######## design 1 ########
**Design 1: logic cells by family**

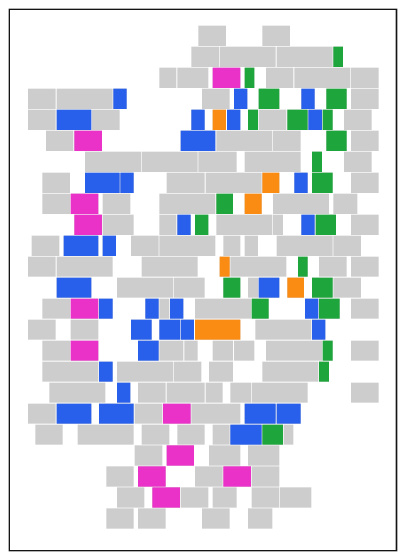
File: src/rtl/mem_ctrl_pkg.sv
// Shared constants, FSM state encoding and small helpers for the two-port
// memory arbiter.
package mem_ctrl_pkg;

  localparam int MEM_WIDTH = 8;
  localparam int MEM_DEPTH = 2;
  localparam int WORD_NUMB = 2 ** MEM_DEPTH;

  typedef enum logic [1:0] {
    IDLE   = 2'd0,
    ACCESS = 2'd1,
    RESP   = 2'd2
  } state_t;

  function automatic logic [1:0] id_to_onehot(input logic id);
    return id ? 2'b10 : 2'b01;
  endfunction

endpackage

File: src/rtl/mem_arbiter_if.sv
// Requester handshake and shared memory port bundle; the slave modport is the
// arbiter's view, the master modport the requester/memory side.
interface mem_arbiter_if
  import mem_ctrl_pkg::*;
#(
  parameter int MEM_WIDTH = mem_ctrl_pkg::MEM_WIDTH,
  parameter int MEM_DEPTH = mem_ctrl_pkg::MEM_DEPTH
);

  logic [1:0]           req_valid;
  logic [1:0]           req_write;
  logic [MEM_DEPTH-1:0] req_addr0;
  logic [MEM_DEPTH-1:0] req_addr1;
  logic [MEM_WIDTH-1:0] req_wdata0;
  logic [MEM_WIDTH-1:0] req_wdata1;
  logic [1:0]           req_ready;
  logic [1:0]           rsp_valid;
  logic [MEM_WIDTH-1:0] rsp_rdata;
  logic [MEM_DEPTH-1:0] mem_addr;
  logic                 mem_write_en;
  logic                 mem_read_en;
  logic [MEM_WIDTH-1:0] mem_write_in;
  logic [MEM_WIDTH-1:0] mem_read_out;

  modport slave (
    input  req_valid, req_write, req_addr0, req_addr1, req_wdata0, req_wdata1,
    input  mem_read_out,
    output req_ready, rsp_valid, rsp_rdata,
    output mem_addr, mem_write_en, mem_read_en, mem_write_in
  );

  modport master (
    output req_valid, req_write, req_addr0, req_addr1, req_wdata0, req_wdata1,
    output mem_read_out,
    input  req_ready, rsp_valid, rsp_rdata,
    input  mem_addr, mem_write_en, mem_read_en, mem_write_in
  );

endinterface

File: src/rtl/mem_arbiter_rr_arb2.sv
// Two-way round-robin arbiter: a lone requester always wins, a tie goes to
// the requester named by the pointer, and each grant hands priority away.
module rr_arb2
  import mem_ctrl_pkg::*;
(
  input  logic       clk,
  input  logic       rst,
  input  logic [1:0] req,
  input  logic       advance,
  output logic [1:0] grant
);

  logic ptr_r;
  logic ptr_nxt_s;

  // Combinational grant from the request vector and priority pointer
  always_comb begin
    grant = 2'b00;
    case (req)
      2'b01:   grant = 2'b01;
      2'b10:   grant = 2'b10;
      2'b11:   grant = id_to_onehot(ptr_r);
      default: grant = 2'b00;
    endcase
  end

  // Pointer moves to the requester that lost, only when a grant is taken
  always_comb begin
    ptr_nxt_s = ptr_r;
    if (advance && (grant != 2'b00)) begin
      ptr_nxt_s = ~grant[1];
    end else begin
      ptr_nxt_s = ptr_r;
    end
  end

  // Pointer register
  always_ff @(posedge clk) begin
    if (rst) begin
      ptr_r <= 1'b0;
    end else begin
      ptr_r <= ptr_nxt_s;
    end
  end

endmodule

File: src/rtl/mem_arbiter.sv
// Arbitrates two requesters onto one single-cycle memory port: accept in
// IDLE, drive the memory for one ACCESS cycle, then pulse the response.
module mem_arbiter
  import mem_ctrl_pkg::*;
#(
  parameter int MEM_WIDTH = mem_ctrl_pkg::MEM_WIDTH,
  parameter int MEM_DEPTH = mem_ctrl_pkg::MEM_DEPTH
) (
  input  logic          clk,
  input  logic          rst,
  mem_arbiter_if.slave  bus
);

  state_t               state_r;
  state_t               state_nxt_s;
  logic [1:0]           grant_s;
  logic [1:0]           ready_s;
  logic                 transfer_s;

  logic                 id_r;
  logic                 op_r;
  logic [MEM_DEPTH-1:0] addr_r;
  logic [MEM_WIDTH-1:0] wdata_r;
  logic                 wr_en_r;
  logic                 rd_en_r;
  logic [1:0]           rsp_valid_r;
  logic [MEM_WIDTH-1:0] rdata_r;

  logic                 id_nxt_s;
  logic                 op_nxt_s;
  logic [MEM_DEPTH-1:0] addr_nxt_s;
  logic [MEM_WIDTH-1:0] wdata_nxt_s;
  logic                 wr_en_nxt_s;
  logic                 rd_en_nxt_s;
  logic [1:0]           rsp_valid_nxt_s;
  logic [MEM_WIDTH-1:0] rdata_nxt_s;

  rr_arb2 u_arb (
    .clk     (clk),
    .rst     (rst),
    .req     (bus.req_valid),
    .advance (transfer_s),
    .grant   (grant_s)
  );

  // Ready is offered only in IDLE and never while reset is applied
  always_comb begin
    if (!rst && (state_r == IDLE)) begin
      ready_s = grant_s;
    end else begin
      ready_s = 2'b00;
    end
  end

  assign transfer_s = |(ready_s & bus.req_valid);

  // Next-state logic
  always_comb begin
    state_nxt_s = state_r;
    case (state_r)
      IDLE: begin
        if (transfer_s) begin
          state_nxt_s = ACCESS;
        end else begin
          state_nxt_s = IDLE;
        end
      end
      ACCESS:  state_nxt_s = RESP;
      RESP:    state_nxt_s = IDLE;
      default: state_nxt_s = IDLE;
    endcase
  end

  // Datapath next values; enables and the response strobe are one-cycle pulses
  always_comb begin
    id_nxt_s        = id_r;
    op_nxt_s        = op_r;
    addr_nxt_s      = addr_r;
    wdata_nxt_s     = wdata_r;
    wr_en_nxt_s     = 1'b0;
    rd_en_nxt_s     = 1'b0;
    rsp_valid_nxt_s = 2'b00;
    rdata_nxt_s     = rdata_r;
    case (state_r)
      IDLE: begin
        if (transfer_s) begin
          id_nxt_s    = grant_s[1];
          op_nxt_s    = bus.req_write[grant_s[1]];
          addr_nxt_s  = grant_s[1] ? bus.req_addr1 : bus.req_addr0;
          wdata_nxt_s = grant_s[1] ? bus.req_wdata1 : bus.req_wdata0;
          wr_en_nxt_s = bus.req_write[grant_s[1]];
          rd_en_nxt_s = ~bus.req_write[grant_s[1]];
        end else begin
          wr_en_nxt_s = 1'b0;
          rd_en_nxt_s = 1'b0;
        end
      end
      ACCESS: begin
        rsp_valid_nxt_s = id_to_onehot(id_r);
        if (op_r) begin
          rdata_nxt_s = {MEM_WIDTH{1'b0}};
        end else begin
          rdata_nxt_s = bus.mem_read_out;
        end
      end
      RESP: begin
        rsp_valid_nxt_s = 2'b00;
      end
      default: begin
        rsp_valid_nxt_s = 2'b00;
      end
    endcase
  end

  // FSM state register
  always_ff @(posedge clk) begin
    if (rst) begin
      state_r <= IDLE;
    end else begin
      state_r <= state_nxt_s;
    end
  end

  // Latched request fields and registered outputs
  always_ff @(posedge clk) begin
    if (rst) begin
      id_r        <= 1'b0;
      op_r        <= 1'b0;
      addr_r      <= {MEM_DEPTH{1'b0}};
      wdata_r     <= {MEM_WIDTH{1'b0}};
      wr_en_r     <= 1'b0;
      rd_en_r     <= 1'b0;
      rsp_valid_r <= 2'b00;
      rdata_r     <= {MEM_WIDTH{1'b0}};
    end else begin
      id_r        <= id_nxt_s;
      op_r        <= op_nxt_s;
      addr_r      <= addr_nxt_s;
      wdata_r     <= wdata_nxt_s;
      wr_en_r     <= wr_en_nxt_s;
      rd_en_r     <= rd_en_nxt_s;
      rsp_valid_r <= rsp_valid_nxt_s;
      rdata_r     <= rdata_nxt_s;
    end
  end

  // A reset landing on the RESP cycle must still suppress the pulse
  always_comb begin
    if (rst) begin
      bus.rsp_valid = 2'b00;
    end else begin
      bus.rsp_valid = rsp_valid_r;
    end
  end

  assign bus.req_ready    = ready_s;
  assign bus.rsp_rdata    = rdata_r;
  assign bus.mem_addr     = addr_r;
  assign bus.mem_write_in = wdata_r;
  assign bus.mem_write_en = wr_en_r;
  assign bus.mem_read_en  = rd_en_r;

endmodule

File: src/flat_wrapper.sv
// flat-port wrapper written by rule: the top's interface ports become plain ports
module mem_arbiter_flat import mem_ctrl_pkg::*;
#(
  parameter int MEM_WIDTH = mem_ctrl_pkg::MEM_WIDTH,
  parameter int MEM_DEPTH = mem_ctrl_pkg::MEM_DEPTH
)
  (clk, rst, bus_req_valid, bus_req_write, bus_req_addr0, bus_req_addr1, bus_req_wdata0, bus_req_wdata1, bus_mem_read_out, bus_req_ready, bus_rsp_valid, bus_rsp_rdata, bus_mem_addr, bus_mem_write_en, bus_mem_read_en, bus_mem_write_in);
  mem_arbiter_if #(.MEM_WIDTH(MEM_WIDTH), .MEM_DEPTH(MEM_DEPTH)) bus_i ();
  input  logic clk;
  input  logic rst;
  input wire logic [$bits(bus_i.req_valid)-1:0] bus_req_valid;
  input wire logic [$bits(bus_i.req_write)-1:0] bus_req_write;
  input wire logic [$bits(bus_i.req_addr0)-1:0] bus_req_addr0;
  input wire logic [$bits(bus_i.req_addr1)-1:0] bus_req_addr1;
  input wire logic [$bits(bus_i.req_wdata0)-1:0] bus_req_wdata0;
  input wire logic [$bits(bus_i.req_wdata1)-1:0] bus_req_wdata1;
  input wire logic [$bits(bus_i.mem_read_out)-1:0] bus_mem_read_out;
  output wire logic [$bits(bus_i.req_ready)-1:0] bus_req_ready;
  output wire logic [$bits(bus_i.rsp_valid)-1:0] bus_rsp_valid;
  output wire logic [$bits(bus_i.rsp_rdata)-1:0] bus_rsp_rdata;
  output wire logic [$bits(bus_i.mem_addr)-1:0] bus_mem_addr;
  output wire logic [$bits(bus_i.mem_write_en)-1:0] bus_mem_write_en;
  output wire logic [$bits(bus_i.mem_read_en)-1:0] bus_mem_read_en;
  output wire logic [$bits(bus_i.mem_write_in)-1:0] bus_mem_write_in;
  assign bus_i.req_valid = bus_req_valid;
  assign bus_i.req_write = bus_req_write;
  assign bus_i.req_addr0 = bus_req_addr0;
  assign bus_i.req_addr1 = bus_req_addr1;
  assign bus_i.req_wdata0 = bus_req_wdata0;
  assign bus_i.req_wdata1 = bus_req_wdata1;
  assign bus_i.mem_read_out = bus_mem_read_out;
  assign bus_req_ready = bus_i.req_ready;
  assign bus_rsp_valid = bus_i.rsp_valid;
  assign bus_rsp_rdata = bus_i.rsp_rdata;
  assign bus_mem_addr = bus_i.mem_addr;
  assign bus_mem_write_en = bus_i.mem_write_en;
  assign bus_mem_read_en = bus_i.mem_read_en;
  assign bus_mem_write_in = bus_i.mem_write_in;
  mem_arbiter #(.MEM_WIDTH(MEM_WIDTH), .MEM_DEPTH(MEM_DEPTH)) u_core (.clk(clk), .rst(rst), .bus(bus_i));
endmodule
File: config.mk
export PLATFORM = sky130hd
export DESIGN_NAME = mem_arbiter_flat
export DESIGN_NICKNAME = d
export VERILOG_FILES = /design/src/rtl/mem_ctrl_pkg.sv /design/src/rtl/mem_arbiter_if.sv /design/src/rtl/mem_arbiter_rr_arb2.sv /design/src/rtl/mem_arbiter.sv /design/src/flat_wrapper.sv
export SDC_FILE = /design/constraint.sdc
export NUM_CORES = 1
export LEC_CHECK = 0
export ABC_AREA = 0
export CORE_AREA = 2 2 48 68
export DETAILED_ROUTE_END_ITERATION = 8
export DIE_AREA = 0 0 50 70
export GPL_TIMING_DRIVEN = 0
export PLACE_DENSITY = 0.84
export SYNTH_ARGS = -nofsm -noshare
export SYNTH_HDL_FRONTEND = slang
export SYNTH_HIERARCHICAL = 1
export SYNTH_SLANG_ARGS = --single-unit
File: constraint.sdc
create_clock -name clk -period 2.8 [get_ports clk]
set_input_delay 0.84 -clock clk [delete_from_list [all_inputs] [get_ports clk]]
set_output_delay 0.84 -clock clk [all_outputs]
set_load 0.02 [all_outputs]
==> summary.txt <==
run results: DRT Pass-1 Iters=4, adder share=0%, Avg Cell Area, Syn=10.2 um2, Placed Cells=approximately 210, HPWL after DPL=between 2 and 2.5 mm, CTS Sinks=27, status=complete, no violations, Critical Path RT=1960 ps, Initial DRC Count=18, min-delay src=u_core/bus.rsp_rdata[2], main logic family after synthesis=AND-OR/OR-AND gates, Max Slew Vio Count=0, Yosys top cell by area=dfxtp_1, row count=24, worst setup path end=bus_req_ready[0], crit-path max cell delay=~260 ps, Post-Synth AOI/OAI Area=22.2%, Worst IR Drop VDD=~0.42 mV, Crit path max-delay family=buffers and inverters
About 'logic cells by family' of design 1:
NOR gates -> orange  # cells 6, most used nor2b_1, where center
inverting AOI/OAI gates -> blue  # cells 33, most used a21oi_1
multiplexers -> magenta  # cells 11, most used mux2i_1
NAND gates -> green  # cells 21, most used nand3b_1
logic share of the area: 31.7%
Final Non-Filler Cells: 218
Commonest Layout Cell: clkdlybuf4s50_1

-- layer usage --
layer,vias up,share of wire (%),wire length [um],GRT usage [%]
met2,49,56,1700,34.1
met1,515,35,1050,19.8
met3,10,5.3,162,4.49
li1,540,-,-,-
met4,0,4.1,126,13.0
met5,-,0,0,0
-- area by class of cell --
type	count	share of cell area, %
inverters	1	0.200
flip-flops and latches	27	28.8
plain buffers	8	3.13
repair buffers	59	31.2
multi-input cells	80	31.7
clock buffers	4	2.40
well taps	39	2.60
-- logic make-up after synthesis --
logic type,after synthesis
AOI/OAI and AO/OA,35
muxes,11
DFF,27
and+or+nand+nor,34
buffers and inverters,10

######## design 2 ########
File: src/rtl/logic_unit_pipe.sv
// logic_unit_pipe: two-stage valid/ready bitwise gate unit with registered flags and completion counter
module logic_unit_pipe #(
  parameter int WIDTH = 8,
  parameter int CNT_W = 16
) (
  input  logic             clk,
  input  logic             rst,
  input  logic             in_valid,
  output logic             in_ready,
  input  logic [WIDTH-1:0] a,
  input  logic [WIDTH-1:0] b,
  input  logic [2:0]       op,
  output logic             out_valid,
  input  logic             out_ready,
  output logic [WIDTH-1:0] result,
  output logic [2:0]       op_out,
  output logic             zero,
  output logic             all_ones,
  output logic             parity,
  output logic [CNT_W-1:0] done_cnt
);
  logic [WIDTH-1:0] s1_a_q, s1_b_q, res_d;
  logic [2:0]       s1_op_q;
  logic             s1_valid_q, s1_adv, s2_adv;
  assign s2_adv   = !out_valid | out_ready;
  assign s1_adv   = !s1_valid_q | s2_adv;
  assign in_ready = s1_adv;
  // gate function selected by the stage-1 opcode
  always_comb begin
    res_d = s1_a_q & s1_b_q;
    case (s1_op_q)
      3'd0: res_d = s1_a_q & s1_b_q;
      3'd1: res_d = s1_a_q | s1_b_q;
      3'd2: res_d = ~s1_a_q;
      3'd3: res_d = ~s1_b_q;
      3'd4: res_d = ~(s1_a_q & s1_b_q);
      3'd5: res_d = ~(s1_a_q | s1_b_q);
      3'd6: res_d = s1_a_q ^ s1_b_q;
      3'd7: res_d = ~(s1_a_q ^ s1_b_q);
      default: ;
    endcase
  end
  // stage 1: capture operands whenever it can advance; valid tag follows in_valid
  always_ff @(posedge clk) begin
    if (rst) begin
      s1_valid_q <= 1'b0;
      s1_a_q     <= '0;
      s1_b_q     <= '0;
      s1_op_q    <= '0;
    end else if (s1_adv) begin
      s1_valid_q <= in_valid;
      s1_a_q     <= a;
      s1_b_q     <= b;
      s1_op_q    <= op;
    end
  end
  // stage 2: register result and flags together so they stay frozen under stall
  always_ff @(posedge clk) begin
    if (rst) begin
      out_valid <= 1'b0;
      result    <= '0;
      op_out    <= '0;
      zero      <= 1'b0;
      all_ones  <= 1'b0;
      parity    <= 1'b0;
    end else if (s2_adv) begin
      out_valid <= s1_valid_q;
      result    <= res_d;
      op_out    <= s1_op_q;
      zero      <= res_d == '0;
      all_ones  <= &res_d;
      parity    <= ^res_d;
    end
  end
  // count completed output handshakes, wrapping naturally
  always_ff @(posedge clk) begin
    if (rst) done_cnt <= '0;
    else if (out_valid && out_ready) done_cnt <= done_cnt + CNT_W'(1);
  end
endmodule

File: config.mk
export PLATFORM = sky130hd
export DESIGN_NAME = logic_unit_pipe
export DESIGN_NICKNAME = d
export VERILOG_FILES = /design/src/rtl/logic_unit_pipe.sv
export SDC_FILE = /design/constraint.sdc
export NUM_CORES = 1
export LEC_CHECK = 0
export CAP_MARGIN = 20
export CORE_MARGIN = 2
export CORE_UTILIZATION = 57
export DETAILED_ROUTE_END_ITERATION = 12
export GPL_TIMING_DRIVEN = 0
export HOLD_SLACK_MARGIN = 0.15
export PLACE_DENSITY_LB_ADDON = 0.05
export SLEW_MARGIN = 5
export SYNTH_ARGS = -nofsm -noshare
export SYNTH_HDL_FRONTEND = slang
export SYNTH_SLANG_ARGS = --single-unit
File: constraint.sdc
create_clock -name clk -period 4.2 [get_ports clk]
set_input_delay 0.84 -clock clk [delete_from_list [all_inputs] [get_ports clk]]
set_output_delay 0.84 -clock clk [all_outputs]
set_load 0.01 [all_outputs]
**Design 2: logic cells by family**

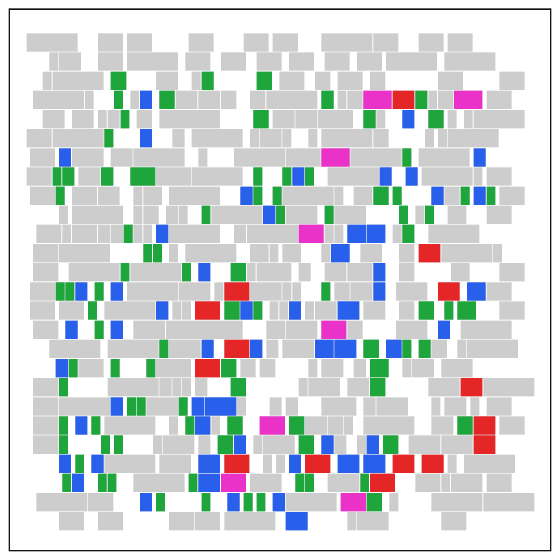
AND-OR and OR-AND gates -> red  # cells 15
multiplexers -> magenta  # cells 8, most used mux2i_1
NAND gates -> green  # cells 90, most used nand2_1, where widely spread
inverting AOI/OAI gates -> blue  # cells 55, most used a21oi_1
Commonest Layout Cell: nand2_1
Final Non-Filler Cells: 506
logic share of the area: 47.9%

==> summary.txt <==
run results: post-route cell area=approximately 3800 um2, Worst path depth=6, Slew headroom=48.3%, FILL cells=about 430, reg2reg path depth=10, final net count=483, Post-DP Area=about 3600 um2, Metal-1 WL=~3.5 mm, final hold violations=0, Final Skew=9.67 ps, Top Metal Used=met4, PostCTS Resize Cnt=0, main logic family after synthesis=simple AND/OR/NAND/NOR gates, gr busiest metal=met2, Clk. pwr=about 0.37 mW, Post-Synth AOI/OAI Area=between 15 and 20%, HPWL after DPL=approximately 5.3 mm, setup_tns=0 ps, Final WS setup=661 ps, reg2reg setup slack=about 1500 ps, number of enable flip-flop cells=0, most used flip-flop cell after synthesis=dfxtp_1, CP arrival=around 2700 ps, status=complete, no violations, switching power=approximately 0.32 mW
**Design 2: sequential cells colored by netlist name**

Bar = 20 um.
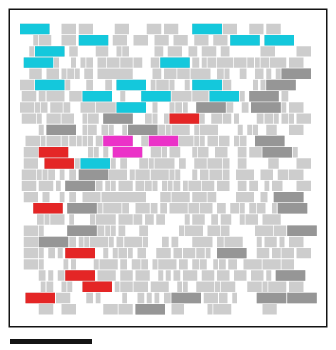
s1_op_q -> magenta  # flops 3
done_cnt -> cyan  # flops 16
s1_a_q -> red  # flops 8
sequential cell area: 1020 um2
sequential share of cell area: 27.1%
final core utilization: 73.6%
P_seq: 0.528 mW

==> synth_stat cells, types with 5 or more instances <==
cell type	number
dfxtp_1	51
nand2_1	59
buf_2	9
nor3_1	7
inv_1	23
nand3_1	8
nor2b_1	6
xor2_1	10
nand4_1	7
nand2b_1	13
mux2i_1	5
xnor2_1	9
nor2_1	32
ha_1	25
clkbuf_1	9
a21oi_1	38
a311o_1	5
a22o_1	5

######## design 3 ########
**Design 3: logic cells by family**

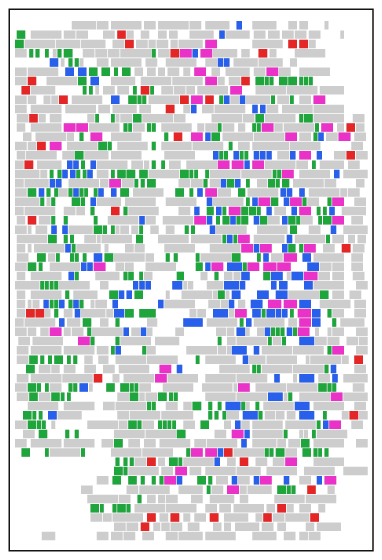
**config.mk**
```make
export PLATFORM = sky130hd
export DESIGN_NAME = rv_lsu
export DESIGN_NICKNAME = d
export VERILOG_FILES = /design/src/rtl/rv_lsu.sv
export SDC_FILE = /design/constraint.sdc
export NUM_CORES = 1
export LEC_CHECK = 0
export CAP_MARGIN = 5
export CORE_ASPECT_RATIO = 1.5
export CORE_UTILIZATION = 49
export DETAILED_ROUTE_END_ITERATION = 10
export PLACE_DENSITY = 0.84
export SYNTH_ARGS = -nofsm -noshare
export SYNTH_HDL_FRONTEND = slang
export SYNTH_SLANG_ARGS = --single-unit
```
**constraint.sdc**
```tcl
create_clock -name i_clk -period 3.7 [get_ports i_clk]
set_clock_uncertainty 0.2 [all_clocks]
set_input_delay 0.74 -clock i_clk [delete_from_list [all_inputs] [get_ports i_clk]]
set_output_delay 0.74 -clock i_clk [all_outputs]
set_load 0.05 [all_outputs]
```
**src/rtl/rv_lsu.sv**
```systemverilog
// rv_lsu: load/store unit pipeline stage for a 32-bit RISC-V core.
//
// Captures the execute-stage op into a stage register. The register holds while the stage
// stalls. Aligned loads and stores are issued on a simple req/ack bus. Write-back and bypass
// values are presented from the captured op.
//
// Ports
//   i_clk, i_reset_n        rising-edge clock, asynchronous active-low reset
//   i_flush                 replace the incoming op with a bubble (recorded if stalled)
//   i_alu_result .. i_rs2_val  execute-stage op (address/ALU value, control, store data)
//   o_bus_*                 request side of the memory bus (valid only in the REQ state)
//   i_bus_ack, i_bus_rdata  bus completion and read data
//   o_stall                 hold upstream stages while a bus transaction is outstanding
//   o_misalign              one-cycle fault pulse for a misaligned load/store
//   o_reg_write .. o_pc_p4  write-back / bypass view of the captured op
module rv_lsu (
    input  logic        i_clk,
    input  logic        i_reset_n,
    input  logic        i_flush,
    input  logic [31:0] i_alu_result,
    input  logic        i_reg_write,
    input  logic        i_mem_read,
    input  logic        i_mem_write,
    input  logic [4:0]  i_rd,
    input  logic [29:0] i_pc_p4,
    input  logic [1:0]  i_res_src,
    input  logic [2:0]  i_funct3,
    input  logic [31:0] i_rs2_val,
    output logic        o_bus_req,
    output logic        o_bus_we,
    output logic [31:0] o_bus_addr,
    output logic [3:0]  o_bus_be,
    output logic [31:0] o_bus_wdata,
    input  logic        i_bus_ack,
    input  logic [31:0] i_bus_rdata,
    output logic        o_stall,
    output logic        o_misalign,
    output logic        o_reg_write,
    output logic [4:0]  o_rd,
    output logic [31:0] o_rd_val,
    output logic [1:0]  o_res_src,
    output logic [29:0] o_pc_p4
);

    typedef enum logic [1:0] {StIdle, StReq, StResp} state_e;

    typedef struct packed {
        logic        reg_write;
        logic        mem_read;
        logic        mem_write;
        logic [4:0]  rd;
        logic [1:0]  res_src;
        logic [2:0]  funct3;
        logic [31:0] addr;
        logic [31:0] rs2;
        logic [29:0] pc_p4;
    } stage_t;

    // Halfword accesses need addr[0]=0, word accesses need addr[1:0]=0.
    function automatic logic is_misaligned(input logic [2:0] f3, input logic [1:0] a);
        case (f3)
            3'b001, 3'b101: is_misaligned = a[0];
            3'b010:         is_misaligned = (a != 2'b00);
            default:        is_misaligned = 1'b0;
        endcase
    endfunction

    function automatic logic [31:0] extract_load(input logic [2:0] f3, input logic [1:0] a,
                                                 input logic [31:0] rdata);
        logic [31:0] shifted;
        logic [15:0] half;
        shifted = rdata >> {a, 3'b000};
        half    = a[1] ? rdata[31:16] : rdata[15:0];
        case (f3)
            3'b000:  extract_load = {{24{shifted[7]}}, shifted[7:0]};
            3'b001:  extract_load = {{16{half[15]}}, half};
            3'b010:  extract_load = rdata;
            3'b100:  extract_load = {24'd0, shifted[7:0]};
            3'b101:  extract_load = {16'd0, half};
            default: extract_load = 32'd0;
        endcase
    endfunction

    state_e      state_q, state_d;
    stage_t      stage_q, stage_d;
    logic [31:0] load_q, load_d;
    logic        flush_q, flush_d;
    logic        stall;
    logic        bus_req;
    logic        capture_mem;
    logic        misalign;

    // An incoming op that will actually go to the bus if captured on this edge.
    assign capture_mem = !i_flush && (i_mem_read || i_mem_write) &&
                         !is_misaligned(i_funct3, i_alu_result[1:0]);

    // State register
    always_ff @(posedge i_clk or negedge i_reset_n) begin
        if (!i_reset_n) begin
            state_q <= StIdle;
            stage_q <= '0;
            load_q  <= 32'd0;
            flush_q <= 1'b0;
        end else begin
            state_q <= state_d;
            stage_q <= stage_d;
            load_q  <= load_d;
            flush_q <= flush_d;
        end
    end

    // Next-state logic
    always_comb begin
        state_d = state_q;
        unique case (state_q)
            StIdle:  if (capture_mem) state_d = StReq;
            StReq:   if (i_bus_ack) state_d = StResp;
            StResp:  state_d = capture_mem ? StReq : StIdle;
            default: state_d = StIdle;
        endcase
    end

    // FSM outputs
    always_comb begin
        bus_req = 1'b0;
        stall   = 1'b0;
        if (state_q == StReq) begin
            bus_req = 1'b1;
            stall   = 1'b1;
        end
    end

    // Stage register, load data and recorded flush
    always_comb begin
        stage_d = stage_q;
        if (!stall) begin
            if (i_flush) begin
                stage_d = '0;
            end else begin
                stage_d = '{reg_write: i_reg_write, mem_read: i_mem_read,
                            mem_write: i_mem_write, rd: i_rd, res_src: i_res_src,
                            funct3: i_funct3, addr: i_alu_result, rs2: i_rs2_val,
                            pc_p4: i_pc_p4};
            end
        end

        load_d = load_q;
        if (bus_req && i_bus_ack) begin
            load_d = extract_load(stage_q.funct3, stage_q.addr[1:0], i_bus_rdata);
        end

        // A flush seen while stalled cannot bubble the held op; it suppresses its write-back.
        flush_d = stall ? (flush_q | i_flush) : 1'b0;
    end

    assign misalign = (stage_q.mem_read || stage_q.mem_write) &&
                      is_misaligned(stage_q.funct3, stage_q.addr[1:0]);

    always_comb begin
        o_bus_req   = bus_req;
        o_bus_we    = 1'b0;
        o_bus_addr  = 32'd0;
        o_bus_be    = 4'd0;
        o_bus_wdata = 32'd0;
        if (bus_req) begin
            o_bus_we   = stage_q.mem_write;
            o_bus_addr = {stage_q.addr[31:2], 2'b00};
            o_bus_be   = 4'b1111;
            o_bus_wdata = stage_q.rs2;
            if (stage_q.mem_write) begin
                case (stage_q.funct3[1:0])
                    2'b00: begin
                        o_bus_be    = 4'b0001 << stage_q.addr[1:0];
                        o_bus_wdata = {4{stage_q.rs2[7:0]}};
                    end
                    2'b01: begin
                        o_bus_be    = 4'b0011 << stage_q.addr[1:0];
                        o_bus_wdata = {2{stage_q.rs2[15:0]}};
                    end
                    default: ;
                endcase
            end
        end

        o_stall     = stall;
        o_misalign  = misalign && !stall;
        o_reg_write = !stall && stage_q.reg_write && !flush_q && !misalign;
        o_rd        = stage_q.rd;
        o_res_src   = stage_q.res_src;
        o_pc_p4     = stage_q.pc_p4;

        case (stage_q.res_src)
            2'b00:   o_rd_val = stage_q.addr;
            2'b01:   o_rd_val = load_q;
            2'b10:   o_rd_val = {stage_q.pc_p4, 2'b00};
            default: o_rd_val = 32'd0;
        endcase
    end

endmodule

```
==> summary.txt <==
run results: status=complete, no violations, instance tally after logic synthesis=between 800 and 900, Post-CTS Hold Fix Bufs=0, initial antenna violation count=0, ys async rst share=100%, routing usage on met3=6.09%, most used flip-flop cell after synthesis=dfrtp_1, Via Count=roughly 7400, # IOs=285, share of layout cells above drive strength 1=between 10% and 20%, Power, Total=~6.8 mW, worst-path fanout max=30, Synth top cell by count=nand2_1, Longest Clk Path Bufs=2, vias in the first global route=about 7300, Comb. pwr=roughly 3 mW, mux share=~8.4%, area share, top type=44.6%, Setup WS pre-CTS=~840 ps, Synth Warn #=0, Post-Syn Area=about 8000 um2, Crit. Startpoint=o_res_src[0], post-CTS setup buffers=0, Top Consumer=combinational cells, Yosys Chip Area=about 8000 um2, Int Pwr=approximately 4.0 mW, cycle use final=around nine tenths, Worst IR Drop VDD=0.315 mV, commonest cells in the netlist=nand2_1, dfrtp_1, nand3b_1, mux2i_1, a21oi_1
Notes on 'logic cells by family' of design 3 above:
NAND gates -> green  # cells 303, most used nand2_1, where widely spread
inverting AOI/OAI gates -> blue  # cells 146, most used a21oi_1
AND-OR and OR-AND gates -> red  # cells 39, most used a21o_1, where widely spread
multiplexers -> magenta  # cells 66, most used mux2i_1, where widely spread
Final Non-Filler Cells: 1326
Commonest Layout Cell: nand2_1
logic share of the area: 33.0%

cell type report:
type / count / area, um2 / area share (%)
antenna: 1 / 2.50 / 0.0216
clock buffer: 18 / 439 / 3.79
clock inverter: 14 / 134 / 1.16
inverter: 4 / 16.3 / 0.140
multi-input combinational: 641 / 3820 / 33.0
sequential: 142 / 3550 / 30.7
tap: 203 / 254 / 2.19
timing repair buffer: 303 / 3350 / 29.0
registers in the layout, summed over array words and instances, names as in the netlist:
signal,cells
load_q,32
stage_q,70
state_q,2
o_pc_p4,30
o_res_src,2
flush_q,1
o_rd,5


==> notes/layouts.md <==
Pictures saved along the way, in no particular order.

Congestion heat map.
(a)
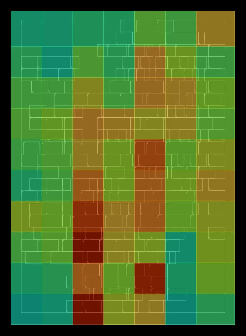
(b)
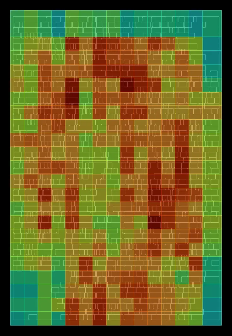
(c)
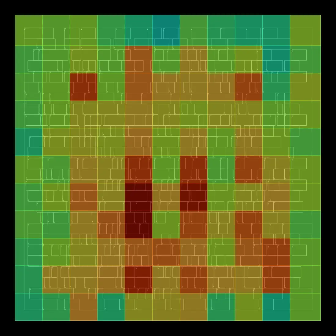
- (a) = design 1
- (c) = design 2
- (b) = design 3
Of these, most wire per cell: (b)

Power figures rest on the tool's default switching activity, not on a simulated workload.
